# instr_fetch_unit

File: config.mk
export PLATFORM = sky130hd
export DESIGN_NAME = instr_fetch_unit
export DESIGN_NICKNAME = d
export VERILOG_FILES = /design/src/rtl/instr_fetch_unit.sv
export SDC_FILE = /design/constraint.sdc
export NUM_CORES = 1
export LEC_CHECK = 0
export ABC_AREA = 1
export CAP_MARGIN = 20
export CORE_UTILIZATION = 30
export DETAILED_ROUTE_END_ITERATION = 12
export PLACE_DENSITY = 0.46
export REMOVE_ABC_BUFFERS = 1
export SLEW_MARGIN = 25
export SYNTH_ARGS = -nofsm -noshare
export SYNTH_HDL_FRONTEND = slang
export SYNTH_SLANG_ARGS = --single-unit
File: constraint.sdc
create_clock -name clk -period 3.5 [get_ports clk]
set_input_delay 0.7 -clock clk [delete_from_list [all_inputs] [get_ports clk]]
set_output_delay 0.7 -clock clk [all_outputs]
set_load 0.01 [all_outputs]
File: src/rtl/instr_fetch_unit.sv
// Instruction fetch front-end: turns PCF into InstrF through a req/ready, rvalid
// memory handshake, holding the current instruction plus a sequential prefetch.
module instr_fetch_unit #(
  parameter logic [31:0] NOP_INSTR   = 32'h0000_0013,
  parameter bit          PREFETCH_EN = 1'b1
) (
  input  logic        clk,
  input  logic        reset,
  input  logic [31:0] PCF,
  input  logic        redirect,
  input  logic        imem_ready,
  input  logic        imem_rvalid,
  input  logic [31:0] imem_rdata,
  output logic        imem_req,
  output logic [31:0] imem_addr,
  output logic [31:0] InstrF,
  output logic        fetch_valid,
  output logic        fetch_stall
);

  typedef enum logic [1:0] {S_IDLE, S_WAIT, S_DISCARD} state_t;

  state_t      r_state;
  logic        r_cur_v, r_nxt_v;
  logic [31:0] r_cur_addr, r_cur_data;
  logic [31:0] r_nxt_addr, r_nxt_data;
  logic [31:0] r_req_addr;

  logic        w_cur_hit, w_nxt_hit, w_pf_held, w_req;
  logic [31:0] w_pf_addr, w_fetch_addr;

  assign w_cur_hit = r_cur_v && (r_cur_addr == PCF);
  assign w_nxt_hit = r_nxt_v && (r_nxt_addr == PCF);
  assign w_pf_addr = PCF + 32'd4;
  assign w_pf_held = r_nxt_v && (r_nxt_addr == w_pf_addr);

  // Requests are only launched from IDLE, and never while reset is asserted,
  // so a memory cannot accept a transaction the FSM is not tracking.
  always_comb begin
    w_req        = 1'b0;
    w_fetch_addr = PCF;
    if (reset && (r_state == S_IDLE) && !redirect) begin
      if (!w_cur_hit && !w_nxt_hit) begin
        w_req = 1'b1;
      end else if (PREFETCH_EN && w_cur_hit && !w_pf_held) begin
        w_req        = 1'b1;
        w_fetch_addr = w_pf_addr;
      end
    end
  end

  assign imem_req    = w_req;
  assign imem_addr   = w_fetch_addr & 32'hFFFF_FFFC;
  assign fetch_valid = w_cur_hit || w_nxt_hit;
  assign fetch_stall = !fetch_valid;
  assign InstrF      = w_cur_hit ? r_cur_data :
                       w_nxt_hit ? r_nxt_data : NOP_INSTR;

  // NOTE: slot address/data registers are deliberately left out of reset; the
  // valid bits gate every use of them, so only the control state is cleared.
  always_ff @(posedge clk) begin
    if (!reset) begin
      r_state    <= S_IDLE;
      r_cur_v    <= 1'b0;
      r_nxt_v    <= 1'b0;
      r_req_addr <= '0;
    end else begin
      if (w_nxt_hit && !w_cur_hit) begin
        r_cur_v    <= 1'b1;
        r_cur_addr <= r_nxt_addr;
        r_cur_data <= r_nxt_data;
        r_nxt_v    <= 1'b0;
      end

      case (r_state)
        S_IDLE: begin
          if (w_req && imem_ready) begin
            r_req_addr <= imem_addr;
            r_state    <= S_WAIT;
          end
        end
        S_WAIT: begin
          if (imem_rvalid) begin
            r_state <= S_IDLE;
            if (!redirect) begin
              if (r_req_addr == PCF) begin
                r_cur_v    <= 1'b1;
                r_cur_addr <= r_req_addr;
                r_cur_data <= imem_rdata;
              end else begin
                r_nxt_v    <= 1'b1;
                r_nxt_addr <= r_req_addr;
                r_nxt_data <= imem_rdata;
              end
            end
          end else if (redirect) begin
            r_state <= S_DISCARD;
          end
        end
        S_DISCARD: begin
          if (imem_rvalid) r_state <= S_IDLE;
        end
        default: r_state <= S_IDLE;
      endcase

      // A taken branch/jump invalidates both slots, overriding fills above.
      if (redirect) begin
        r_cur_v <= 1'b0;
        r_nxt_v <= 1'b0;
      end
    end
  end

endmodule

==> instr_fetch_unit/metal_stack.png <==
(2 px per um)
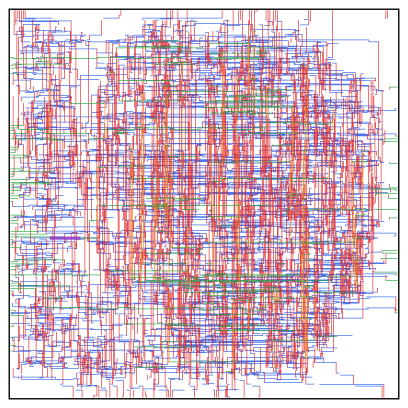
blue -> met1  # wire length 21.7 mm
red -> met2  # wire length 24.7 mm
purple -> met5  # wire length 13.8 um
green -> met3  # wire length 3110 um
orange -> met4  # wire length 1930 um
Avg WL per Cell: 19.7 um
gr usage total: 0.274

==> instr_fetch_unit/final_clocks.png <==
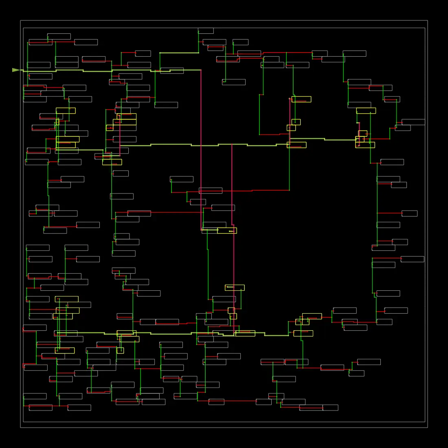
Latency at later pin: 0.46 ns
Flop Count: 160

==> flow_summary.ini <==
; synthesis and place-and-route metrics
[run_status]
status = finished, violations left
violations = setup timing

[yosys]
postSynth.asyncResetShare = 0
edf_count = 126
yosys.area_share.simple = 0.317
aoi_share = 0.120
ff_type = edfxtp_1
netlist_area_um2 = 11100
ys_area_um2 = 11100

[power]
p_total_mw = 5.44
p_leak_nw = 8.92
sequentialPowerShare = 0.398
p_sw_mw = 1.57

[cells_and_area]
logic_gate_count = 1075
nets = 2203
drive_above_1_share = 0.449

[final_timing]
fmax_mhz = 277
timing.hold.ws_ns = 0.433
setup_viol = 34
final.setup.worst_slack_ns = -0.110

[setup_path]
critPathKind = input pin to primary output
cp.buffers_inverters = 10
reg2reg_to = r_req_addr[24]
cp_max_fo = 6

[clock_network]
cts_tree = built
cts_max_level = 4
path_clk_slew_ns = 0.08

[place]
placed_cells = 2434
globalplace.congestion = 0.958

[detailed_routing]
dr.pass1.iters = 5
dr_wl_met2_um = 24700

[floorplan]
taps = 461

[global_route]
use_met2 = 0.460
## logic make-up after synthesis
| group | Yosys count |
|---|---|
| adder cells (fa/ha/maj) | 1 |
| buffers and inverters | 311 |
| other | 1 |
| XOR/XNOR | 53 |
| AND-OR/OR-AND | 247 |
| flip-flops | 160 |
| AND/OR/NAND/NOR | 772 |
## worst max path at each step
stage	from	to	slack (ns)	cells after the start
4_1_cts	PCF[5]	imem_addr[5]	-0.17	22
2_1_floorplan	PCF[24]	InstrF[31]	-1.78	8
3_3_place_gp	PCF[18]	imem_addr[24]	-1.34	19
5_1_grt	PCF[2]	imem_addr[28]	-0.22	22
6_report	PCF[14]	imem_addr[22]	-0.11	22
3_5_place_dp	PCF[18]	imem_addr[27]	-1.31	19
## per-stage QoR
stage / util / cell area (um^2) / setup WS [ns]
floorplan: - / 10700 / -1.78
global placement: 0.433 / 15500 / -1.34
detailed placement: 0.433 / 15500 / -1.31
CTS: 0.515 / 18500 / -0.171
global route: 0.531 / 19100 / -0.219
finish: 0.531 / 19100 / -0.110

# window_avg

==> window_avg/final_clocks.png <==
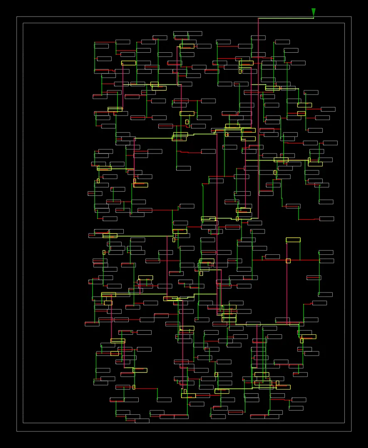
==> window_avg/metal_stack.png <==
(1.5 px per um)
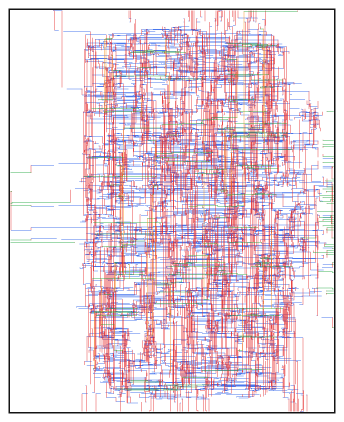
==> window_avg/met2.png <==
(1 px per um)
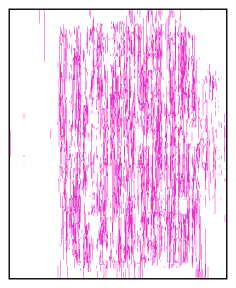
File: config.mk
export PLATFORM = sky130hd
export DESIGN_NAME = window_avg
export DESIGN_NICKNAME = d
export VERILOG_FILES = /design/src/rtl/window_avg_pkg.sv /design/src/rtl/window_buf.sv /design/src/rtl/window_avg.sv
export SDC_FILE = /design/constraint.sdc
export NUM_CORES = 1
export LEC_CHECK = 0
export CAP_MARGIN = 10
export CORE_ASPECT_RATIO = 1.25
export CORE_MARGIN = 4
export CORE_UTILIZATION = 30
export CTS_CLUSTER_SIZE = 25
export DETAILED_ROUTE_END_ITERATION = 12
export PLACE_DENSITY = 0.47
export SYNTH_ARGS = -nofsm -noshare
export SYNTH_HDL_FRONTEND = slang
export SYNTH_HIERARCHICAL = 1
export SYNTH_SLANG_ARGS = --single-unit
File: constraint.sdc
create_clock -name clk -period 8.7 [get_ports clk]
set_input_delay 1.74 -clock clk [delete_from_list [all_inputs] [get_ports clk]]
set_output_delay 1.74 -clock clk [all_outputs]
set_load 0.02 [all_outputs]
File: src/rtl/window_avg_pkg.sv
// Shared helpers for the sliding-window averager: width derivation and
// sign/zero extension and shifting on a wide scratch type.
package window_avg_pkg;

    localparam int MAX_W      = 512;
    localparam int DATA_W_DEF = 32;
    localparam int DEPTH_DEF  = 8;

    typedef logic [MAX_W-1:0] wide_t;

    function automatic int clog2(input int v);
        int r;
        r = 0;
        for (int i = 0; i < 31; i++) begin
            if ((1 << i) < v) r = i + 1;
        end
        return r;
    endfunction

    // Sum width: one extra bit per doubling of the window keeps it exact.
    function automatic int sum_w(input int data_w, input int depth);
        return data_w + clog2(depth);
    endfunction

    localparam int AW_DEF = clog2(DEPTH_DEF);
    localparam int SW_DEF = sum_w(DATA_W_DEF, DEPTH_DEF);

    // Replace every bit at or above position w with the sign bit (sgn=1) or zero.
    function automatic wide_t ext(input wide_t v, input int w, input bit sgn);
        wide_t r;
        r = v;
        for (int i = 0; i < MAX_W; i++) begin
            if (i >= w) r[i] = sgn ? v[w-1] : 1'b0;
        end
        return r;
    endfunction

    function automatic wide_t shr(input wide_t v, input int w, input int sh, input bit sgn);
        return ext(v, w, sgn) >> sh;
    endfunction

endpackage

File: src/rtl/window_buf.sv
// Circular register buffer holding the last DEPTH samples; dout_old is the
// entry about to be overwritten at the current write pointer.
module window_buf
    import window_avg_pkg::*;
#(
    parameter int DATA_W = DATA_W_DEF,
    parameter int DEPTH  = DEPTH_DEF
) (
    input  logic              clk,
    input  logic              rst,
    input  logic              clr,
    input  logic              we,
    input  logic [DATA_W-1:0] din,
    output logic [DATA_W-1:0] dout_old
);

    localparam int AW = clog2(DEPTH);

    logic [DATA_W-1:0] mem [DEPTH];
    logic [AW-1:0]     wp;

    // Zeroed entries make eviction during warm-up subtract nothing.
    always_ff @(posedge clk or posedge rst) begin
        if (rst) begin
            wp <= '0;
            for (int i = 0; i < DEPTH; i++) mem[i] <= '0;
        end else if (clr) begin
            wp <= '0;
            for (int i = 0; i < DEPTH; i++) mem[i] <= '0;
        end else if (we) begin
            mem[wp] <= din;
            wp      <= wp + AW'(1);
        end
    end

    assign dout_old = mem[wp];

endmodule

File: src/rtl/window_avg.sv
// Sliding-window averager: exact running sum over the last DEPTH samples and
// its average. Define WINDOW_AVG_ROUND_EN for round-half-up averaging.
module window_avg
    import window_avg_pkg::*;
#(
    parameter int DATA_W = DATA_W_DEF,
    parameter int DEPTH  = DEPTH_DEF,
    parameter int SIGNED = 0
) (
    input  logic                               clk,
    input  logic                               rst,
    input  logic                               en,
    input  logic                               clr,
    input  logic [DATA_W-1:0]                  x,
    output logic [DATA_W-1:0]                  y,
    output logic [DATA_W+clog2(DEPTH)-1:0]     sum,
    output logic                               y_valid
);

    localparam int AW  = clog2(DEPTH);
    localparam int SW  = sum_w(DATA_W, DEPTH);
    localparam bit SGN = (SIGNED != 0);

    logic [DATA_W-1:0] old;
    logic [SW-1:0]     sum_next;
    logic [DATA_W-1:0] avg_next;
    logic [AW:0]       cnt;
    logic [AW+1:0]     cnt_inc;
    wide_t             x_ext;
    wide_t             old_ext;
    wide_t             sum_next_w;

`ifdef WINDOW_AVG_ROUND_EN
    // SW+1-bit add of half an LSB, then clamp in case the shift overflows DATA_W.
    function automatic logic [DATA_W-1:0] calc_avg(input logic [SW-1:0] s);
        wide_t             t;
        wide_t             q;
        logic [DATA_W-1:0] r;
        t = ext(wide_t'(s), SW, SGN) + (wide_t'(1) << (AW-1));
        q = shr(t, SW+1, AW, SGN);
        r = q[DATA_W-1:0];
        if (!SGN && q[DATA_W])
            r = '1;
        else if (SGN && (q[DATA_W] != q[DATA_W-1]))
            r = q[DATA_W] ? {1'b1, {(DATA_W-1){1'b0}}} : {1'b0, {(DATA_W-1){1'b1}}};
        return r;
    endfunction
`else
    function automatic logic [DATA_W-1:0] calc_avg(input logic [SW-1:0] s);
        wide_t t;
        t = shr(wide_t'(s), SW, AW, SGN);
        return t[DATA_W-1:0];
    endfunction
`endif

    window_buf #(
        .DATA_W (DATA_W),
        .DEPTH  (DEPTH)
    ) u_buf (
        .clk      (clk),
        .rst      (rst),
        .clr      (clr),
        .we       (en & ~clr),
        .din      (x),
        .dout_old (old)
    );

    always_comb begin
        x_ext      = ext(wide_t'(x), DATA_W, SGN);
        old_ext    = ext(wide_t'(old), DATA_W, SGN);
        sum_next_w = wide_t'(sum) + x_ext - old_ext;
        sum_next   = sum_next_w[SW-1:0];
        avg_next   = calc_avg(sum_next);
        cnt_inc    = {1'b0, cnt} + (AW+2)'(1);
    end

    always_ff @(posedge clk or posedge rst) begin
        if (rst) begin
            sum     <= '0;
            y       <= '0;
            y_valid <= 1'b0;
            cnt     <= '0;
        end else if (clr) begin
            sum     <= '0;
            y       <= '0;
            y_valid <= 1'b0;
            cnt     <= '0;
        end else if (en) begin
            sum     <= sum_next;
            y       <= avg_next;
            y_valid <= (cnt_inc >= (AW+2)'(DEPTH));
            if (cnt_inc <= (AW+2)'(DEPTH)) cnt <= cnt_inc[AW:0];
        end
    end

endmodule

==> flow_summary.ini <==
; synthesis and place-and-route metrics
[hold_path]
hold_depth = 2
hp-class = flip-flop to flip-flop
hp-start = u_buf/mem[21]

[cells_and_area]
stdcell_count = 2189
logic_area_um2 = 7620
logic_gate_count = 832
top_register = u_buf/mem
nonClkBufAreaFrac = 0.0651

[detailed_routing]
first_iter_violations = 700
dr.pass1.iters = 5

[yosys]
ys_ff = 299
ys_sh_xor = 0.0178
syn-num-nets = 1503
yosysSeqAreaShare = 0.461
postSynth.asyncResetShare = 1.00
logic_family = AND-OR/OR-AND gates
yosys.area_share.simple = 0.0655
synth_cell_type_count = 67
yosys_warnings = 6
syn_area_per_cell_um2 = 11.6
yosys.area_share.adder = 0.0680
ys_cells = 1398

[final_timing]
slew_violations = 0
final.setup.worst_slack_ns = 3.18
setup_viol = 0
period_needed_ns = 5.52
timing.hold.ws_ns = 0.475

[global_route]
track_usage = 0.183
antenna_found_initial = 0

[floorplan]
taps = 727

[setup_path]
worst-r2r-cell-count = 15
critical-path-top-delay-family = AND-OR/OR-AND gates
cp.buffers_inverters = 2
cp_max_fo = 41

[power]
p_int_mw = 3.15
swShare = 0.379
power_density_nw_per_um2 = 269
p_sw_mw = 1.92

[place]
port_buffers = 103
placed_cells = 2130

[clock_network]
clock_latency_ns = 0.53
ctsHoldBuffers = 0

[run_status]
status = finished clean
About window_avg/final_clocks.png:
# clock sinks: 299
Worst Skew: 0.0163 ns
Flop Count: 299

About window_avg/metal_stack.png:
blue -> met1  # wire length 22.6 mm
red -> met2  # wire length 26.2 mm
orange -> met4  # wire length 1430 um
green -> met3  # wire length 2540 um

About window_avg/met2.png:
longest straight run = 72.4 um
wire length on this layer = 26.2 mm
nets with wire on the layer = 1322
GRT met2 Usage: 0.321
DR vias: 11581
wirelength, routed: 52800 um

## layout by cell type, fill, tap and decap left out, types with 9 or more instances in the layout
cell type,count
a21oi_1,33
o2bb2ai_1,64
dfrtp_1,296
a21o_1,10
buf_4,25
ha_1,37
xnor2_1,23
o21ai_0,41
and2_1,35
a22o_1,155
o21ai_1,10
mux2_2,32
clkbuf_1,11
nand2_1,90
xor2_1,10
fa_1,32
nor2_1,59
inv_1,140
clkbuf_16,37
a211oi_1,9
clkdlybuf4s50_1,101
mux2i_1,30
mux4_2,62
## power groups by stage
stage / sequential [mW] / combinational [mW] / clock (mW)
finish: 1.60 / 2.04 / 1.44
global route: 1.61 / 2.25 / 1.52
CTS: 1.60 / 2.06 / 1.48
detailed placement: 1.63 / 2.05 / 0
global placement: 1.62 / 2.04 / 0
floorplan: 1.63 / 1.40 / 0
## worst min-delay path, stage by stage, from the launching register on
cell and delay (ns):
dfrtp_1 0.34, nand2_1 0.04, o21ai_0 0.06
## metal layers
metal,track usage,wire length (um),up-vias
met5,0,0,-
met4,0.0500,1430,0
met3,0.0213,2540,80
met2,0.321,26200,324
met1,0.241,22600,6102
li1,-,-,5075

# rr_grant_arbiter

==> rr_grant_arbiter/final_clocks.png <==
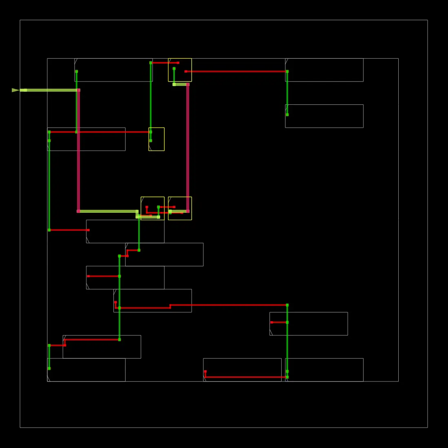
==> rr_grant_arbiter/metal_stack.png <==
(8 px per um)
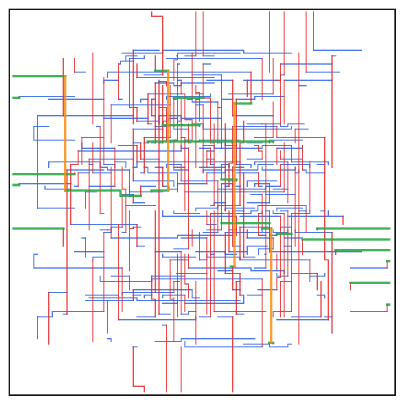
File: config.mk
export PLATFORM = sky130hd
export DESIGN_NAME = rr_grant_arbiter
export DESIGN_NICKNAME = d
export VERILOG_FILES = /design/src/rtl/rr_grant_arbiter_pkg.sv /design/src/rtl/rr_grant_arbiter_msb_pick.sv /design/src/rtl/rr_grant_arbiter.sv
export SDC_FILE = /design/constraint.sdc
export NUM_CORES = 1
export LEC_CHECK = 0
export ABC_CLOCK_PERIOD_IN_PS = 4500
export CAP_MARGIN = 20
export CORE_MARGIN = 3
export CORE_UTILIZATION = 52
export CTS_CLUSTER_DIAMETER = 30
export DETAILED_ROUTE_END_ITERATION = 10
export HOLD_SLACK_MARGIN = 0.06
export PLACE_DENSITY = 0.83
export SETUP_SLACK_MARGIN = 0.1
export SLEW_MARGIN = 20
export SYNTH_ARGS = -nofsm -noshare
export SYNTH_HDL_FRONTEND = slang
export SYNTH_SLANG_ARGS = --single-unit
File: constraint.sdc
create_clock -name clk -period 4.5 [get_ports clk]
set_clock_uncertainty 0.05 [all_clocks]
set_input_delay 0.9 -clock clk [delete_from_list [all_inputs] [get_ports clk]]
set_output_delay 0.9 -clock clk [all_outputs]
set_load 0.02 [all_outputs]
File: src/rtl/rr_grant_arbiter_pkg.sv
// Shared types and helpers for the round-robin grant arbiter
// and the downstream truncation mask stage.
package rr_grant_arbiter_pkg;

   typedef enum logic {
      IDLE  = 1'b0,
      GRANT = 1'b1
   } state_e;

   localparam int unsigned MAX_N = 32;

   function automatic logic [4:0] onehot_to_idx(
      input logic [MAX_N-1:0] v
   );
      logic [4:0] idx;
      idx = '0;
      for (int i = 0; i < MAX_N; i++) begin
         if (v[i]) idx |= 5'(i);
      end
      return idx;
   endfunction

endpackage

File: src/rtl/rr_grant_arbiter_msb_pick.sv
// Combinational highest-set-bit picker: one-hot of the MSB
// plus an any-bit flag.
module msb_pick #(
   parameter int N = 5
) (
   input  logic [N-1:0] v,
   output logic [N-1:0] onehot,
   output logic         any
);

   always_comb begin
      onehot = '0;
      for (int i = 0; i < N; i++) begin
         if (v[i]) begin
            onehot    = '0;
            onehot[i] = 1'b1;
         end
      end
   end

   assign any = |v;

endmodule

File: src/rtl/rr_grant_arbiter.sv
// Registered round-robin arbiter with valid/ready grant handshake;
// last accepted grant truncates priority to the requesters below it.
module rr_grant_arbiter
   import rr_grant_arbiter_pkg::*;
#(
   parameter  int N  = 5,
   localparam int IW = $clog2(N)
) (
   input  logic          clk,
   input  logic          rst_n,
   input  logic [N-1:0]  req,
   output logic [N-1:0]  grant,
   output logic [IW-1:0] grant_idx,
   output logic          grant_valid,
   input  logic          grant_ready,
   output logic [N-1:0]  last_grant
);

   state_e        state;
   state_e        state_nx;
   logic [N-1:0]  grant_nx;
   logic [N-1:0]  last_nx;
   logic [IW-1:0] idx_nx;
   logic [N-1:0]  sel_r;
   logic [N-1:0]  sel_t;
   logic [N-1:0]  mask;
   logic [N-1:0]  masked;
   logic [N-1:0]  pick_m;
   logic [N-1:0]  pick_r;
   logic [N-1:0]  pick;
   logic          any_m;
   logic          any_r;
   logic          accept;

   // IDLE truncates by the last accepted grant, GRANT by the one
   // being accepted now (its own bit already removed from sel_r).
   assign sel_r = (state == IDLE) ? req : (req & ~grant);
   assign sel_t = (state == IDLE) ? last_grant : grant;

   always_comb begin
      mask[0] = sel_t[0];
      for (int i = 1; i < N; i++) begin
         mask[i] = mask[i-1] | sel_t[i];
      end
   end

   assign masked = sel_r & ~mask;

   msb_pick #(.N(N)) u_pick_m (
      .v      (masked),
      .onehot (pick_m),
      .any    (any_m)
   );

   msb_pick #(.N(N)) u_pick_r (
      .v      (sel_r),
      .onehot (pick_r),
      .any    (any_r)
   );

   assign pick        = any_m ? pick_m : pick_r;
   assign grant_valid = (state == GRANT);
   assign accept      = grant_valid & grant_ready;

   always_comb begin
      state_nx = state;
      grant_nx = grant;
      last_nx  = last_grant;
      unique case (state)
         IDLE: begin
            if (any_r) begin
               grant_nx = pick;
               state_nx = GRANT;
            end
         end
         GRANT: begin
            if (accept) begin
               last_nx  = grant;
               grant_nx = any_r ? pick : '0;
               state_nx = any_r ? GRANT : IDLE;
            end
         end
      endcase
      idx_nx = IW'(onehot_to_idx(MAX_N'(grant_nx)));
   end

   always_ff @(posedge clk or negedge rst_n) begin
      if (!rst_n) begin
         state      <= IDLE;
         grant      <= '0;
         grant_idx  <= '0;
         last_grant <= '0;
      end else begin
         state      <= state_nx;
         grant      <= grant_nx;
         grant_idx  <= idx_nx;
         last_grant <= last_nx;
      end
   end

   a_onehot: assert property (
      @(posedge clk) disable iff (!rst_n) $onehot0(grant));

   a_valid: assert property (
      @(posedge clk) disable iff (!rst_n)
      ((grant != '0) == grant_valid));

   a_req_held: assert property (
      @(posedge clk) disable iff (!rst_n)
      grant_valid |-> ((req & grant) == grant));

endmodule

==> flow_summary.ini <==
; synthesis and place-and-route metrics
[detailed_routing]
dr.pass1.iters = 4
dr_wl_met2_um = 1010
routed-via-count = 828

[clock_network]
ctsHoldBuffers = 0
cts_max_level = 1

[setup_path]
critical-path-top-delay-family = flip-flops
critPathLaunchType = flip-flop
worstPathArrival_ns = 1.82
critical-path-max-stage-delay_ns = 0.80
crit_chain = clkdlybuf4s50_1
cp_slowest_cell = dfrtp_1
critPathKind = flip-flop to primary output

[place]
port_buffers = 21

[yosys]
ys_sh_xor = 0
logic_family = AND-OR/OR-AND gates
yosysTopAreaCell = dfrtp_1
yosys_warnings = 0
netlist.area_leader.share = 0.354
yosys-top-cells-count = 13 x dfrtp_1, 8 x nand2_1, 5 x inv_1, 5 x o21ai_0
ys_ff = 13
yosys.area_share.adder = 0

[final_timing]
period_needed_ns = 2.77
fmax_mhz = 361
timing.hold.ws_ns = 0.502
rsz0062_at_grt = no
final.setup.worst_slack_ns = 1.73

[run_status]
status = finished clean

[global_route]
grt_overflow = 0
grt_pass1_wl_um = 3490

[cells_and_area]
layout.area.seq_um2 = 325
reg_top3 = grant (5), last_grant (5), grant_idx (2)
utilization = 0.728

[power]
sequentialPowerShare = 0.318
## Picture notes: rr_grant_arbiter/final_clocks.png
Num CTS Buffers: 3
Flop Count: 13
# clock sinks: 13
CLK BUF: 3
Latency at later pin: 0.28 ns

## Picture notes: rr_grant_arbiter/metal_stack.png
blue -> met1  # wire length 973 um
green -> met3  # wire length 104 um
orange -> met4  # wire length 63.9 um
red -> met2  # wire length 1010 um

## worst paths after layout
path / end / slack (ns) / depth (start not counted) / start
worst max-delay path: grant_valid / 1.73 / 1 / grant_valid
worst min-delay path: last_grant[3] / 0.50 / 1 / last_grant[3]
worst max register to register: grant_idx[1] / 2.36 / 5 / grant_valid
worst min register to register: last_grant[3] / 0.50 / 1 / last_grant[3]
max in group asynchronous: grant_idx[1] / 3.07 / 1 / rst_n
min in group asynchronous: grant_valid / 0.94 / 1 / rst_n
## area by class of cell
| type | instances | share of cell area |
|---|---|---|
| Clock buffer | 3 | 0.0196 |
| Clock inverter | 1 | 0.00436 |
| Inverter | 5 | 0.0164 |
| Timing Repair Buffer | 21 | 0.183 |
| Sequential cell | 13 | 0.284 |
| Tap cell | 16 | 0.0174 |
| Multi-Input combinational cell | 72 | 0.475 |
## power groups by stage
stage               combinational [mW]  sequential (mW)  clock (mW)
global route                     0.456            0.242      0.0825
finish                           0.424            0.233      0.0760
floorplan                        0.224            0.276           0
global placement                 0.418            0.231           0
detailed placement               0.424            0.234           0
CTS                              0.426            0.233      0.0780

# button_core

==> button_core/metal_stack.png <==
(3 px per um)
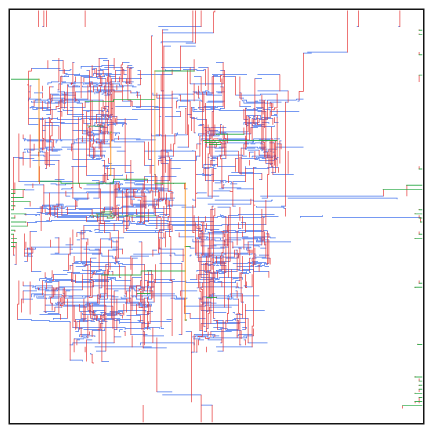
==> button_core/met2.png <==
(2 px per um)
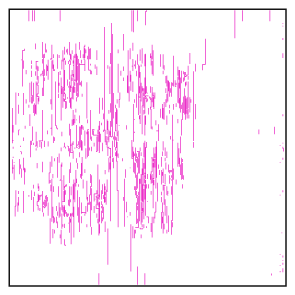
==> button_core/pdn.png <==
(3 px per um) Pins as bars on the die edge. Tap cells in grey.
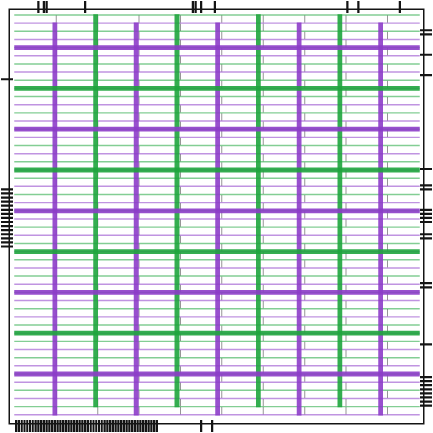
**config.mk**
```make
export PLATFORM = sky130hd
export DESIGN_NAME = button_core
export DESIGN_NICKNAME = d
export VERILOG_FILES = /design/src/rtl/button_core.sv
export SDC_FILE = /design/constraint.sdc
export NUM_CORES = 1
export LEC_CHECK = 0
export CORE_UTILIZATION = 25
export DETAILED_ROUTE_END_ITERATION = 6
export GPL_ROUTABILITY_DRIVEN = 0
export PLACE_DENSITY = 0.58
export SLEW_MARGIN = 0
export SYNTH_ARGS = -nofsm -noshare
export SYNTH_HDL_FRONTEND = slang
export SYNTH_SLANG_ARGS = --single-unit
```
**constraint.sdc**
```tcl
create_clock -name clk -period 4.1 [get_ports clk]
set_input_delay 1.025 -clock clk [delete_from_list [all_inputs] [get_ports clk]]
set_output_delay 1.025 -clock clk [all_outputs]
set_load 0.02 [all_outputs]
```
**src/rtl/button_core.sv**
```systemverilog
// button_core: synchronised, debounced push-button inputs with sticky rising-edge bits and interrupt, on the IO bus
// Ports:
//   clk, rst_n         - clock, asynchronous active-low reset
//   io_bus_s_rd_en     - read strobe
//   io_bus_s_wr_en     - write strobe
//   io_bus_s_address   - byte address (chip select by base mask, offset in [7:0])
//   io_bus_s_wr_data   - write data
//   io_bus_s_rd_data   - registered read data, zero outside a selected read
//   btn                - raw asynchronous button levels, active-high
//   irq                - level interrupt, |(edges & irq_en)
module button_core #(
  parameter int          NUM_BUTTONS              = 4,
  parameter int          DEBOUNCE_CYCLES          = 100000,
  parameter logic [31:0] MMIO_BUTTON_BASE_ADDRESS = 32'h0000_4000
) (
  input  logic                   clk,
  input  logic                   rst_n,
  input  logic                   io_bus_s_rd_en,
  input  logic                   io_bus_s_wr_en,
  input  logic [31:0]            io_bus_s_address,
  input  logic [31:0]            io_bus_s_wr_data,
  output logic [31:0]            io_bus_s_rd_data,
  input  logic [NUM_BUTTONS-1:0] btn,
  output logic                   irq
);
  localparam logic [7:0] MMIO_BUTTON_REG_STATE  = 8'h00;
  localparam logic [7:0] MMIO_BUTTON_REG_EDGES  = 8'h04;
  localparam logic [7:0] MMIO_BUTTON_REG_IRQ_EN = 8'h08;
  localparam int CW = $clog2(DEBOUNCE_CYCLES + 1);
  localparam logic [CW-1:0] CMAX = CW'(DEBOUNCE_CYCLES - 1);
  localparam logic [CW-1:0] ONE  = CW'(1);

  logic [NUM_BUTTONS-1:0] r_sync1, r_sync2, r_stable, r_edges, r_irq_en;
  logic [NUM_BUTTONS-1:0] w_stable_nxt, w_rise, w_clr;
  logic [CW-1:0]          r_cnt [NUM_BUTTONS];
  logic                   w_cs, w_wr_edges, w_wr_irq_en;
  logic [7:0]             w_off;
  logic [31:0]            w_rd_mux;

  assign w_cs        = (io_bus_s_address & MMIO_BUTTON_BASE_ADDRESS) == MMIO_BUTTON_BASE_ADDRESS;
  assign w_off       = io_bus_s_address[7:0];
  assign w_wr_edges  = w_cs && io_bus_s_wr_en && w_off == MMIO_BUTTON_REG_EDGES;
  assign w_wr_irq_en = w_cs && io_bus_s_wr_en && w_off == MMIO_BUTTON_REG_IRQ_EN;

  // stable flips only once the disagreement has lasted DEBOUNCE_CYCLES cycles
  always_comb begin
    w_stable_nxt = r_stable;
    for (int i = 0; i < NUM_BUTTONS; i++)
      w_stable_nxt[i] = (r_sync2[i] != r_stable[i] && r_cnt[i] == CMAX) ? r_sync2[i] : r_stable[i];
  end

  assign w_rise = w_stable_nxt & ~r_stable;
  assign w_clr  = w_wr_edges ? io_bus_s_wr_data[NUM_BUTTONS-1:0] : '0;
  assign irq    = |(r_edges & r_irq_en);

  always_comb
    w_rd_mux = (w_off == MMIO_BUTTON_REG_STATE)  ? 32'(r_stable) :
               (w_off == MMIO_BUTTON_REG_EDGES)  ? 32'(r_edges)  :
               (w_off == MMIO_BUTTON_REG_IRQ_EN) ? 32'(r_irq_en) : 32'h0;

  always_ff @(posedge clk or negedge rst_n) begin
    if (!rst_n) begin
      r_sync1          <= '0;
      r_sync2          <= '0;
      r_stable         <= '0;
      r_edges          <= '0;
      r_irq_en         <= '0;
      io_bus_s_rd_data <= '0;
      for (int i = 0; i < NUM_BUTTONS; i++) r_cnt[i] <= '0;
    end else begin
      r_sync1          <= btn;
      r_sync2          <= r_sync1;
      r_stable         <= w_stable_nxt;
      // set has priority over a same-cycle write-1-to-clear
      r_edges          <= (r_edges & ~w_clr) | w_rise;
      io_bus_s_rd_data <= (w_cs && io_bus_s_rd_en) ? w_rd_mux : 32'h0;
      if (w_wr_irq_en) r_irq_en <= io_bus_s_wr_data[NUM_BUTTONS-1:0];
      for (int i = 0; i < NUM_BUTTONS; i++)
        r_cnt[i] <= (r_sync2[i] == r_stable[i] || r_cnt[i] == CMAX) ? '0 : r_cnt[i] + ONE;
    end
  end
endmodule

```
==> flow_summary.ini <==
; synthesis and place-and-route metrics
[setup_path]
end_kind = flip-flop
worstPathArrival_ns = 2.91
rrSetupSlack_ns = 1.76

[yosys]
aoi_share = 0.0514
netlist.area_leader.share = 0.500
yosys-top-cells-count = 92 x dfrtp_1, 68 x nor2_1, 30 x nand4_1, 30 x xnor2_1, 28 x buf_4
ys_ff = 92
netlist_area_um2 = 4600
top_cell = dfrtp_1

[clock_network]
ctsHoldBuffers = 0

[power]
seq_power_uw = 937

[final_timing]
fmax_mhz = 372
finalHoldViolCount = 0

[global_route]
grt_pass1_wl_um = 15300

[run_status]
status = finished clean

[cells_and_area]
seq-cell-share = 0.431

[place]
port_buffers = 25

[floorplan]
ios = 105
taps = 229
About button_core/metal_stack.png:
blue -> met1  # wire length 4460 um
orange -> met4  # wire length 131 um
green -> met3  # wire length 302 um
red -> met2  # wire length 4110 um
wirelength, routed: 9000 um
gr usage total: 0.102
DR vias: 3334
Avg WL per Cell: 12.5 um

About button_core/met2.png:
wire length on this layer = 4110 um
main direction = vertical
nets with wire on the layer = 441
share of all routed wire = 46%
longest straight run = 52.9 um
GRT met2 Usage: 0.162

About button_core/pdn.png:
green -> VDD
purple -> VSS
rows = 49
met5 straps = 9
met4 straps = 9
met1 rails = 50
Core Region: 18000 um^2
Chip Height: 138 um
Die X: 138 um
VDD IR max: 0.178 mV

==> per-stage QoR <==
stage	std cells	setup WS [ns]	power, mW
3_5_place_dp	702	1.06	1.06
4_1_cts	718	1.42	1.97
6_report	718	1.41	1.94
5_1_grt	718	1.32	2.04
2_1_floorplan	481	1.63	1.03
3_3_place_gp	702	1.05	1.06
==> state kept, by name, indices dropped and copies added (netlist names) <==
signal            flops
r_cnt                68
io_bus_s_rd_data      4
r_edges               4
r_irq_en              4
r_stable              4
r_sync1               4
r_sync2               4
==> worst max path at each step <==
stage	start	cells after the start	end	slack, ns
2_1_floorplan	io_bus_s_address[7]	4	r_irq_en[0]	1.63
3_3_place_gp	io_bus_s_address[7]	5	io_bus_s_rd_data[0]	1.05
3_5_place_dp	io_bus_s_address[7]	5	io_bus_s_rd_data[0]	1.06
4_1_cts	r_edges[2]	3	irq	1.42
5_1_grt	io_bus_s_address[7]	5	io_bus_s_rd_data[0]	1.32
6_report	io_bus_s_address[7]	6	r_irq_en[3]	1.41
==> worst max-delay path, cell delays in order <==
cell and delay [ns]:
clkdlybuf4s50_1 0.41, nor4_2 0.27, buf_4 0.19, nand2_1 0.06
nor3_1 0.56, mux2_2 0.41

# prog_clk_divider

==> prog_clk_divider/met2.png <==
(4 px per um)
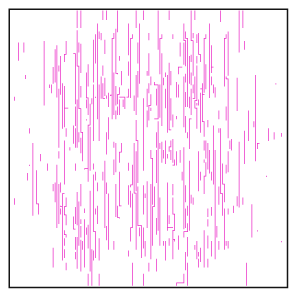
==> prog_clk_divider/pdn.png <==
(6 px per um) Pins as bars on the die edge. Tap cells in grey.
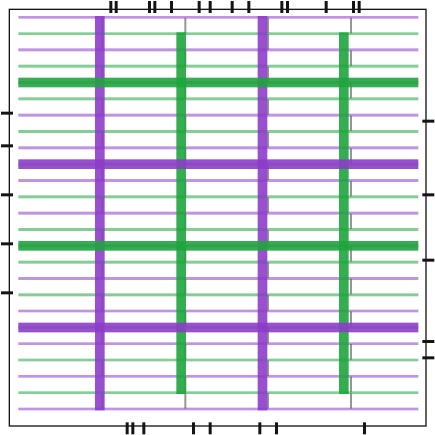
--- src/rtl/prog_clk_divider_pkg.sv ---
// prog_clk_divider_pkg: shared defaults and helpers for the divide-by-N timing generator
//   DEFAULT_WIDTH     - default divisor/phase width
//   DEFAULT_RESET_DIV - divisor in use out of reset
//   hi_threshold(d)   - number of high phases per period, (d+1)/2, without overflow
package prog_clk_divider_pkg;

    localparam int DEFAULT_WIDTH     = 8;
    localparam int DEFAULT_RESET_DIV = 3;

    function automatic logic [32:0] hi_threshold(input logic [31:0] d);
        return ({1'b0, d} + 33'd1) >> 1;
    endfunction

endpackage

--- src/rtl/prog_clk_divider_div_shadow_reg.sv ---
// div_shadow_reg: shadowed divisor with zero-coercion and same-cycle apply bypass
//   clk, reset_n      - clock, async active-low reset
//   div_in, div_load  - new divisor and its capture strobe
//   apply             - period boundary (wrap or clr): shadow becomes active
//   div_active        - divisor currently in use
//   load_pending      - shadow holds a divisor not yet applied
module div_shadow_reg #(
    parameter int WIDTH     = 8,
    parameter int RESET_DIV = 3
) (
    input  logic             clk,
    input  logic             reset_n,
    input  logic [WIDTH-1:0] div_in,
    input  logic             div_load,
    input  logic             apply,
    output logic [WIDTH-1:0] div_active,
    output logic             load_pending
);

    logic [WIDTH-1:0] r_shadow;
    logic [WIDTH-1:0] r_active;
    logic             r_pending;
    logic [WIDTH-1:0] w_din;

    // a zero divisor is meaningless; treat it as divide-by-1
    assign w_din = (div_in == '0) ? WIDTH'(1) : div_in;

    always_ff @(posedge clk or negedge reset_n) begin
        if (!reset_n) begin
            r_shadow  <= '0;
            r_active  <= WIDTH'(RESET_DIV);
            r_pending <= 1'b0;
        end else if (apply) begin
            // a load arriving on the boundary itself wins over the shadow
            r_active  <= div_load ? w_din : (r_pending ? r_shadow : r_active);
            r_pending <= 1'b0;
        end else if (div_load) begin
            r_shadow  <= w_din;
            r_pending <= 1'b1;
        end
    end

    assign div_active   = r_active;
    assign load_pending = r_pending;

endmodule

--- src/rtl/prog_clk_divider.sv ---
// prog_clk_divider: programmable divide-by-N tick / square-wave / phase generator
//   clk, reset_n      - clock, async active-low reset
//   en                - count enable, low freezes phase and sq_out
//   clr               - sync restart: phase to 0, pending divisor applied
//   div_in, div_load  - new divisor and its capture strobe
//   tick              - (phase==0) && en
//   sq_out            - registered, high while phase < (D+1)/2
//   phase             - current count 0..D-1
//   div_active        - divisor in use (D)
//   load_pending      - a captured divisor awaits the next boundary
module prog_clk_divider
    import prog_clk_divider_pkg::*;
#(
    parameter int WIDTH     = DEFAULT_WIDTH,
    parameter int RESET_DIV = DEFAULT_RESET_DIV
) (
    input  logic             clk,
    input  logic             reset_n,
    input  logic             en,
    input  logic             clr,
    input  logic [WIDTH-1:0] div_in,
    input  logic             div_load,
    output logic             tick,
    output logic             sq_out,
    output logic [WIDTH-1:0] phase,
    output logic [WIDTH-1:0] div_active,
    output logic             load_pending
);

    logic [WIDTH-1:0] r_phase;
    logic             r_sq;
    logic [WIDTH-1:0] w_div;
    logic [WIDTH-1:0] w_phase_inc;
    logic [WIDTH:0]   w_thresh;
    logic             w_wrap;
    logic             w_apply;
    logic             w_next_hi;

    div_shadow_reg #(
        .WIDTH    (WIDTH),
        .RESET_DIV(RESET_DIV)
    ) u_shadow (
        .clk         (clk),
        .reset_n     (reset_n),
        .div_in      (div_in),
        .div_load    (div_load),
        .apply       (w_apply),
        .div_active  (w_div),
        .load_pending(load_pending)
    );

    assign w_phase_inc = r_phase + WIDTH'(1);
    assign w_thresh    = (WIDTH+1)'(hi_threshold(32'(w_div)));
    assign w_wrap      = en && (r_phase == w_div - WIDTH'(1));
    assign w_apply     = w_wrap || clr;
    // sq_out is registered, so compute the level belonging to the next phase
    assign w_next_hi   = {1'b0, w_phase_inc} < w_thresh;

    always_ff @(posedge clk or negedge reset_n) begin
        if (!reset_n) begin
            r_phase <= '0;
            r_sq    <= 1'b1;
        end else if (w_apply) begin
            r_phase <= '0;
            r_sq    <= 1'b1;
        end else if (en) begin
            r_phase <= w_phase_inc;
            r_sq    <= w_next_hi;
        end
    end

    assign tick       = (r_phase == '0) && en;
    assign sq_out     = r_sq;
    assign phase      = r_phase;
    assign div_active = w_div;

endmodule

--- config.mk ---
export PLATFORM = sky130hd
export DESIGN_NAME = prog_clk_divider
export DESIGN_NICKNAME = d
export VERILOG_FILES = /design/src/rtl/prog_clk_divider_pkg.sv /design/src/rtl/prog_clk_divider_div_shadow_reg.sv /design/src/rtl/prog_clk_divider.sv
export SDC_FILE = /design/constraint.sdc
export NUM_CORES = 1
export LEC_CHECK = 0
export CORE_UTILIZATION = 47
export DETAILED_ROUTE_END_ITERATION = 16
export PLACE_DENSITY = 0.68
export RECOVER_POWER = 25
export SETUP_SLACK_MARGIN = 0.3
export SYNTH_ARGS = -nofsm -noshare
export SYNTH_HDL_FRONTEND = slang
export SYNTH_SLANG_ARGS = --single-unit
--- constraint.sdc ---
create_clock -name clk -period 5.05 [get_ports clk]
set_clock_uncertainty 0.05 [all_clocks]
set_input_delay 0.505 -clock clk [delete_from_list [all_inputs] [get_ports clk]]
set_output_delay 0.505 -clock clk [all_outputs]
set_load 0.02 [all_outputs]
==> flow_summary.ini <==
; synthesis and place-and-route metrics
[detailed_routing]
first_iter_violations = 140
routed-via-count = 1640

[setup_path]
cp_data_required_time_ns = 4.49
rrSetupSlack_ns = 2.20
crit_path_end = tick
critPathKind = input pin to primary output
cp.buffers_inverters = 2
critical-path-top-delay-family = buffers and inverters

[cells_and_area]
seq-cell-share = 0.270
nonClkBufAreaFrac = 0.129
layout.area.seq_um2 = 654
num-fill-cells = 372
seq_cells = 26

[global_route]
grt_max_degree = 27
grt_pass1_vias = 1582

[final_timing]
finalHoldViolCount = 0
fmax_mhz = 348
timing.final.crit_share = 0.570

[place]
globalplace.congestion = 0.801

[yosys]
ys_cells = 225

[power]
vdd_drop_max_mv = 0.204

[clock_network]
cts_buffers = 3
ctsHoldBuffers = 0

[run_status]
status = finished clean

[run]
drv_cap = 0
About prog_clk_divider/met2.png:
nets with wire on the layer = 208
main direction = vertical
share of all routed wire = 44%

About prog_clk_divider/pdn.png:
green -> VDD
purple -> VSS
rows = 24
met5 straps = 4
tap cells = 52
met1 rails = 25

[metal layers]
metal	global-route usage	share of wire	up-vias
met5	0	0	-
met4	0.0635	0.011	0
met3	0.0233	0.020	4
met2	0.290	0.44	24
met1	0.330	0.53	783
li1	-	-	829
[power groups by stage]
| stage | combinational [mW] | sequential (mW) | clock [mW] |
|---|---|---|---|
| 2_1_floorplan | 0.182 | 0.275 | 0 |
| 3_3_place_gp | 0.222 | 0.295 | 0 |
| 3_5_place_dp | 0.225 | 0.295 | 0 |
| 4_1_cts | 0.227 | 0.291 | 0.178 |
| 5_1_grt | 0.250 | 0.297 | 0.184 |
| 6_report | 0.225 | 0.291 | 0.174 |
[worst min path at each step]
stage | startpoint | to | slack [ns] | depth (start not counted)
floorplan | reset_n | phase[0] | 0.16 | 0
global placement | u_shadow.r_shadow[1] | u_shadow.r_shadow[1] | 0.46 | 1
detailed placement | u_shadow.r_shadow[1] | u_shadow.r_shadow[1] | 0.47 | 1
CTS | u_shadow.r_shadow[0] | u_shadow.r_shadow[0] | 0.49 | 2
global route | u_shadow.r_shadow[1] | u_shadow.r_shadow[1] | 0.50 | 1
finish | u_shadow.r_shadow[0] | u_shadow.r_shadow[0] | 0.48 | 2

# ctrl_sequencer

==> ctrl_sequencer/final_clocks.png <==
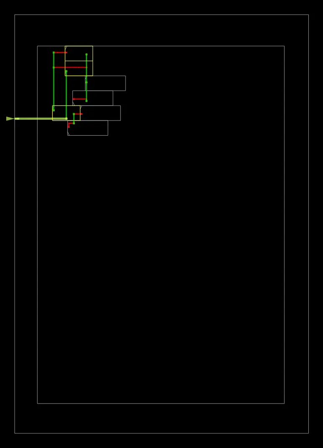
==> ctrl_sequencer/met2.png <==
(4 px per um)
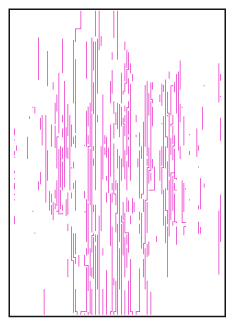
==> ctrl_sequencer/metal_stack.png <==
(4 px per um)
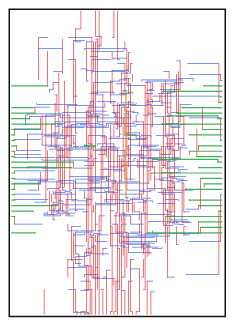
$ cat src/rtl/cpu_ctrl_pkg.sv
// Shared definitions for the hardwired control unit: sequencer states, opcodes and IR field positions.
// The optional MUL/DIV sequence is enabled by defining CTRL_MULDIV_EN.
package cpu_ctrl_pkg;

  typedef enum logic [3:0] {
    S_IDLE  = 4'd0,
    S_T0    = 4'd1,
    S_T1    = 4'd2,
    S_T2    = 4'd3,
    S_T3    = 4'd4,
    S_T4    = 4'd5,
    S_T5    = 4'd6,
    S_T6    = 4'd7,
    S_HALT  = 4'd8,
    S_FAULT = 4'd9
  } state_t;

  localparam logic [4:0] OP_ADD  = 5'b00011;
  localparam logic [4:0] OP_SUB  = 5'b00100;
  localparam logic [4:0] OP_AND  = 5'b00101;
  localparam logic [4:0] OP_OR   = 5'b00110;
  localparam logic [4:0] OP_SHR  = 5'b00111;
  localparam logic [4:0] OP_SHRA = 5'b01000;
  localparam logic [4:0] OP_SHL  = 5'b01001;
  localparam logic [4:0] OP_ROR  = 5'b01010;
  localparam logic [4:0] OP_ROL  = 5'b01011;
  localparam logic [4:0] OP_DIV  = 5'b01110;
  localparam logic [4:0] OP_MUL  = 5'b01111;
  localparam logic [4:0] OP_HALT = 5'b11011;

  localparam int OPC_MSB = 31;
  localparam int OPC_LSB = 27;
  localparam int RA_MSB  = 26;
  localparam int RA_LSB  = 23;
  localparam int RB_MSB  = 22;
  localparam int RB_LSB  = 19;
  localparam int RC_MSB  = 18;
  localparam int RC_LSB  = 15;

  // The ALU-class opcodes form one contiguous range.
  function automatic logic is_alu_op(input logic [4:0] op);
    return (op >= OP_ADD) && (op <= OP_ROL);
  endfunction

endpackage

$ cat src/rtl/reg_select.sv
// Decodes the selected IR register field (Ra/Rb/Rc) into one-hot Rin/Rout enables.
// Indices at or above NREGS decode to all zeros.
module reg_select
  import cpu_ctrl_pkg::*;
#(
  parameter int NREGS = 16
) (
  input  logic [31:0]      ir,
  input  logic             gra,
  input  logic             grb,
  input  logic             grc,
  input  logic             rin_req,
  input  logic             rout_req,
  output logic [NREGS-1:0] rin,
  output logic [NREGS-1:0] rout
);

  logic [3:0]       idx;
  logic [NREGS-1:0] onehot;
  logic             unused_ir;

  assign unused_ir = ^{ir[OPC_MSB:OPC_LSB], ir[RC_LSB-1:0]};

  always_comb begin
    idx = '0;
    if (gra)      idx = ir[RA_MSB:RA_LSB];
    else if (grb) idx = ir[RB_MSB:RB_LSB];
    else if (grc) idx = ir[RC_MSB:RC_LSB];

    onehot = '0;
    for (int i = 0; i < NREGS; i++) begin
      if (int'(idx) == i) onehot[i] = 1'b1;
    end

    rin  = rin_req  ? onehot : '0;
    rout = rout_req ? onehot : '0;
  end

endmodule

$ cat src/rtl/ctrl_sequencer.sv
// Moore-style hardwired sequencer: fetch in T0-T2, execute in T3-T5 (T6 for MUL/DIV).
// Define CTRL_MULDIV_EN to compile in the MUL/DIV sequence; otherwise those opcodes fault.
module ctrl_sequencer
  import cpu_ctrl_pkg::*;
#(
  parameter int NREGS = 16
) (
  input  logic             Clock,
  input  logic             Reset_n,
  input  logic             Run,
  input  logic [31:0]      IR,
  output logic             PCout,
  output logic             Zlowout,
  output logic             ZHighout,
  output logic             MDRout,
  output logic             MARin,
  output logic             PCin,
  output logic             MDRin,
  output logic             IRin,
  output logic             Yin,
  output logic             Zin,
  output logic             LOin,
  output logic             HIin,
  output logic             IncPC,
  output logic             Read,
  output logic [4:0]       operation,
  output logic [NREGS-1:0] Rin,
  output logic [NREGS-1:0] Rout,
  output logic             Done,
  output logic             Fault,
  output state_t           state
);

  state_t     next_state;
  state_t     final_next;
  logic [4:0] opcode;
  logic       alu_op;
  logic       muldiv_op;
  logic       halt_op;
  logic       gra, grb, grc, rin_req, rout_req;

  assign opcode  = IR[OPC_MSB:OPC_LSB];
  assign alu_op  = is_alu_op(opcode);
  assign halt_op = (opcode == OP_HALT);
`ifdef CTRL_MULDIV_EN
  assign muldiv_op = (opcode == OP_MUL) || (opcode == OP_DIV);
`else
  assign muldiv_op = 1'b0;
`endif
  // Run is only looked at here and in IDLE, so dropping it mid-instruction lets it finish.
  assign final_next = Run ? S_T0 : S_IDLE;

  always_ff @(posedge Clock) begin
    if (!Reset_n) state <= S_IDLE;
    else          state <= next_state;
  end

  always_comb begin
    next_state = state;
    PCout = 1'b0; Zlowout = 1'b0; ZHighout = 1'b0; MDRout = 1'b0;
    MARin = 1'b0; PCin = 1'b0; MDRin = 1'b0; IRin = 1'b0;
    Yin = 1'b0; Zin = 1'b0; LOin = 1'b0; HIin = 1'b0;
    IncPC = 1'b0; Read = 1'b0; operation = '0; Done = 1'b0; Fault = 1'b0;
    gra = 1'b0; grb = 1'b0; grc = 1'b0; rin_req = 1'b0; rout_req = 1'b0;
    case (state)
      S_IDLE: if (Run) next_state = S_T0;
      S_T0: begin
        PCout = 1'b1; MARin = 1'b1; IncPC = 1'b1; Zin = 1'b1;
        next_state = S_T1;
      end
      S_T1: begin
        Zlowout = 1'b1; PCin = 1'b1; Read = 1'b1; MDRin = 1'b1;
        next_state = S_T2;
      end
      S_T2: begin
        MDRout = 1'b1; IRin = 1'b1;
        next_state = S_T3;
      end
      S_T3: begin
        if (alu_op) begin
          grb = 1'b1; rout_req = 1'b1; Yin = 1'b1;
          next_state = S_T4;
        end else if (muldiv_op) begin
          gra = 1'b1; rout_req = 1'b1; Yin = 1'b1;
          next_state = S_T4;
        end else if (halt_op) begin
          Done = 1'b1;
          next_state = S_HALT;
        end else begin
          next_state = S_FAULT;
        end
      end
      S_T4: begin
        if (muldiv_op) grb = 1'b1;
        else           grc = 1'b1;
        rout_req = 1'b1; operation = opcode; Zin = 1'b1;
        next_state = S_T5;
      end
      S_T5: begin
        Zlowout = 1'b1;
`ifdef CTRL_MULDIV_EN
        if (muldiv_op) begin
          LOin = 1'b1;
          next_state = S_T6;
        end else begin
          gra = 1'b1; rin_req = 1'b1; Done = 1'b1;
          next_state = final_next;
        end
`else
        gra = 1'b1; rin_req = 1'b1; Done = 1'b1;
        next_state = final_next;
`endif
      end
`ifdef CTRL_MULDIV_EN
      S_T6: begin
        ZHighout = 1'b1; HIin = 1'b1; Done = 1'b1;
        next_state = final_next;
      end
`endif
      S_HALT:  next_state = S_HALT;
      S_FAULT: begin
        Fault = 1'b1;
        next_state = S_FAULT;
      end
      default: next_state = S_IDLE;
    endcase
  end

  reg_select #(.NREGS(NREGS)) u_reg_select (
    .ir       (IR),
    .gra      (gra),
    .grb      (grb),
    .grc      (grc),
    .rin_req  (rin_req),
    .rout_req (rout_req),
    .rin      (Rin),
    .rout     (Rout)
  );

  // Only one source may drive the shared bus in any state.
  bus_one_driver: assert property (@(posedge Clock)
    $onehot0({PCout, Zlowout, ZHighout, MDRout, |Rout}));

endmodule

$ cat config.mk
export PLATFORM = sky130hd
export DESIGN_NAME = ctrl_sequencer
export DESIGN_NICKNAME = d
export VERILOG_FILES = /design/src/rtl/cpu_ctrl_pkg.sv /design/src/rtl/reg_select.sv /design/src/rtl/ctrl_sequencer.sv
export SDC_FILE = /design/constraint.sdc
export NUM_CORES = 1
export LEC_CHECK = 0
export CORE_ASPECT_RATIO = 1.5
export CORE_MARGIN = 4
export CORE_UTILIZATION = 29
export DETAILED_ROUTE_END_ITERATION = 16
export GPL_ROUTABILITY_DRIVEN = 0
export HOLD_SLACK_MARGIN = 0.02
export PLACE_DENSITY = 0.8
export SLEW_MARGIN = 40
export SYNTH_ARGS = -nofsm -noshare
export SYNTH_HDL_FRONTEND = slang
export SYNTH_SLANG_ARGS = --single-unit
$ cat constraint.sdc
create_clock -name Clock -period 3.1 [get_ports Clock]
set_input_delay 0.465 -clock Clock [delete_from_list [all_inputs] [get_ports Clock]]
set_output_delay 0.465 -clock Clock [all_outputs]
set_load 0.02 [all_outputs]
==> flow_summary.ini <==
; synthesis and place-and-route metrics
[cells_and_area]
layout_top_cell = clkdlybuf4s50_1
top_register = state
area_delta_synth_final_pct = 93.4
nets = 253
stdcell_count = 255
utilization = 0.595

[clock_network]
post_cts_resized = 40
cts.sinks = 4
post_cts_buffers = 1
ctsHoldBuffers = 0

[yosys]
ff_type = dfxtp_1
postSynth.asyncResetShare = 0
synthCells = 135
top_cell = nor4_1
netlist_area_um2 = 906
top_cells_by_area = nor4_1 16%, dfxtp_1 8.8%, nor3_1 8.8%, buf_4 6.6%, and2_1 4.8%

[power]
seq_power_uw = 57.4
p_clk_uw = 103
maxPowerGroup = combinational logic
pg_comb_uw = 166
vdd_drop_max_mv = 0.330

[setup_path]
crit_chain = clkdlybuf4s50_1 -> buf_4 -> a21o_1 -> or4_4 -> a21o_4 -> nor4_1 -> dlygate4sd2_1
worstPathArrival_ns = 2.57
critPathLaunchType = input pin
cp_max_fo = 8
cp.buffers_inverters = 3
end_kind = primary output

[hold_path]
hp-class = flip-flop to flip-flop

[final_timing]
rsz0062_at_grt = yes
slew_headroom = 0.651

[run]
drv_cap = 0
warnings = 43

[detailed_routing]
dr.pass1.iters = 4
first_iter_violations = 20
antenna_left = 0
routed.top_layer = met4
viasPerCell = 5.22

[place]
port_buffers = 73
placed_cells = 251

[run_status]
status = finished clean

[global_route]
use_met1 = 0.192
grt_overflow = 0

[floorplan]
die-area_um2 = 4100
die_y_um = 76.5
About ctrl_sequencer/final_clocks.png:
Flop Count: 4
Num CTS Buffers: 3
Latency at later pin: 0.21 ns
Worst Skew: 0.00114 ns

About ctrl_sequencer/met2.png:
longest straight run = 37.1 um
nets with wire on the layer = 207
wirelength, routed: 3640 um
GRT met2 Usage: 0.332
DR vias: 1331

About ctrl_sequencer/metal_stack.png:
blue -> met1  # wire length 1400 um
orange -> met4  # wire length 25.8 um
green -> met3  # wire length 339 um
red -> met2  # wire length 1880 um
gr usage total: 0.178
Avg WL per Cell: 14.3 um

stage by stage:
step / power, mW / setup TNS [ns] / setup WS, ns
6_report: 0.327 / 0 / 0.0695
5_1_grt: 0.346 / -0.333 / -0.0790
4_1_cts: 0.329 / 0 / 0.00383
3_5_place_dp: 0.220 / -7.19 / -0.330
3_3_place_gp: 0.219 / -7.02 / -0.294
2_1_floorplan: 0.153 / -0.210 / -0.0570
final timing paths:
kind	from	end	slack, ns	cells past startpoint
worst min-delay path	state[0]	state[3]	0.75	3
worst max register to register	state[3]	state[2]	1.59	4
worst max-delay path	IR[29]	Rout[10]	0.07	7
worst min register to register	state[0]	state[3]	0.75	3
cell type report:
type                            instances  area [um^2]  share of cell area
Timing Repair Buffer                   95          838               0.479
Multi-Input combinational cell        109          724               0.414
Sequential cell                         4         80.1              0.0457
Tap cell                               39         48.8              0.0279
Clock buffer                            3         41.3              0.0236
Inverter                                5         18.8              0.0107
logic make-up after synthesis:
| logic type | after synthesis | share of synthesized area |
|---|---|---|
| buffers and inverters | 24 | 0.153 |
| flip-flops | 4 | 0.0884 |
| AND/OR/NAND/NOR | 78 | 0.525 |
| other | 1 | 0.00414 |
| AND-OR/OR-AND | 28 | 0.229 |


==> screenshots <==
Floorplan with the power grid.
shot_01.png
(4 px per um) Pins as bars on the die edge. Tap cells in grey.
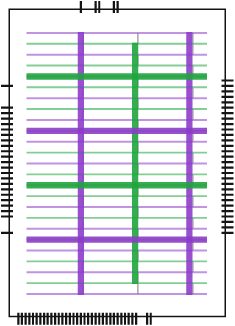
shot_02.png
(1.5 px per um) Pins as bars on the die edge. Tap cells in grey.
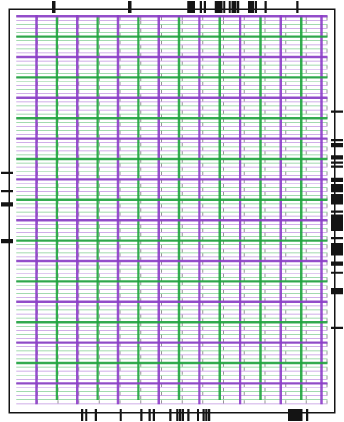
shot_03.png
(8 px per um) Pins as bars on the die edge. Tap cells in grey.
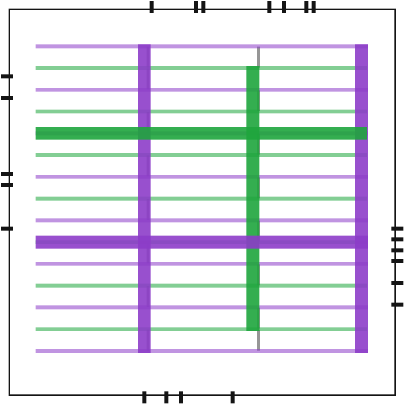
shot_04.png
(2 px per um) Pins as bars on the die edge. Tap cells in grey.
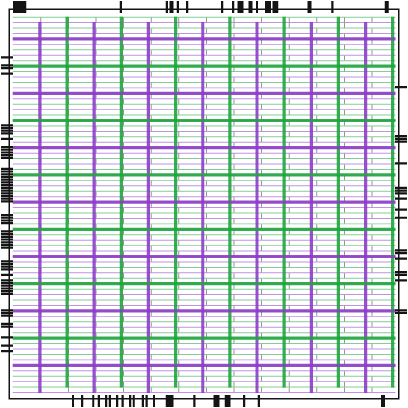
shot_02.png comes from window_avg.
shot_01.png comes from ctrl_sequencer.
shot_04.png comes from instr_fetch_unit.
shot_03.png comes from rr_grant_arbiter.

Key to shot_02.png:
purple -> VSS
green -> VDD
met5 straps = 19
signal pins = 104

Power and IR drop assume default switching activity.
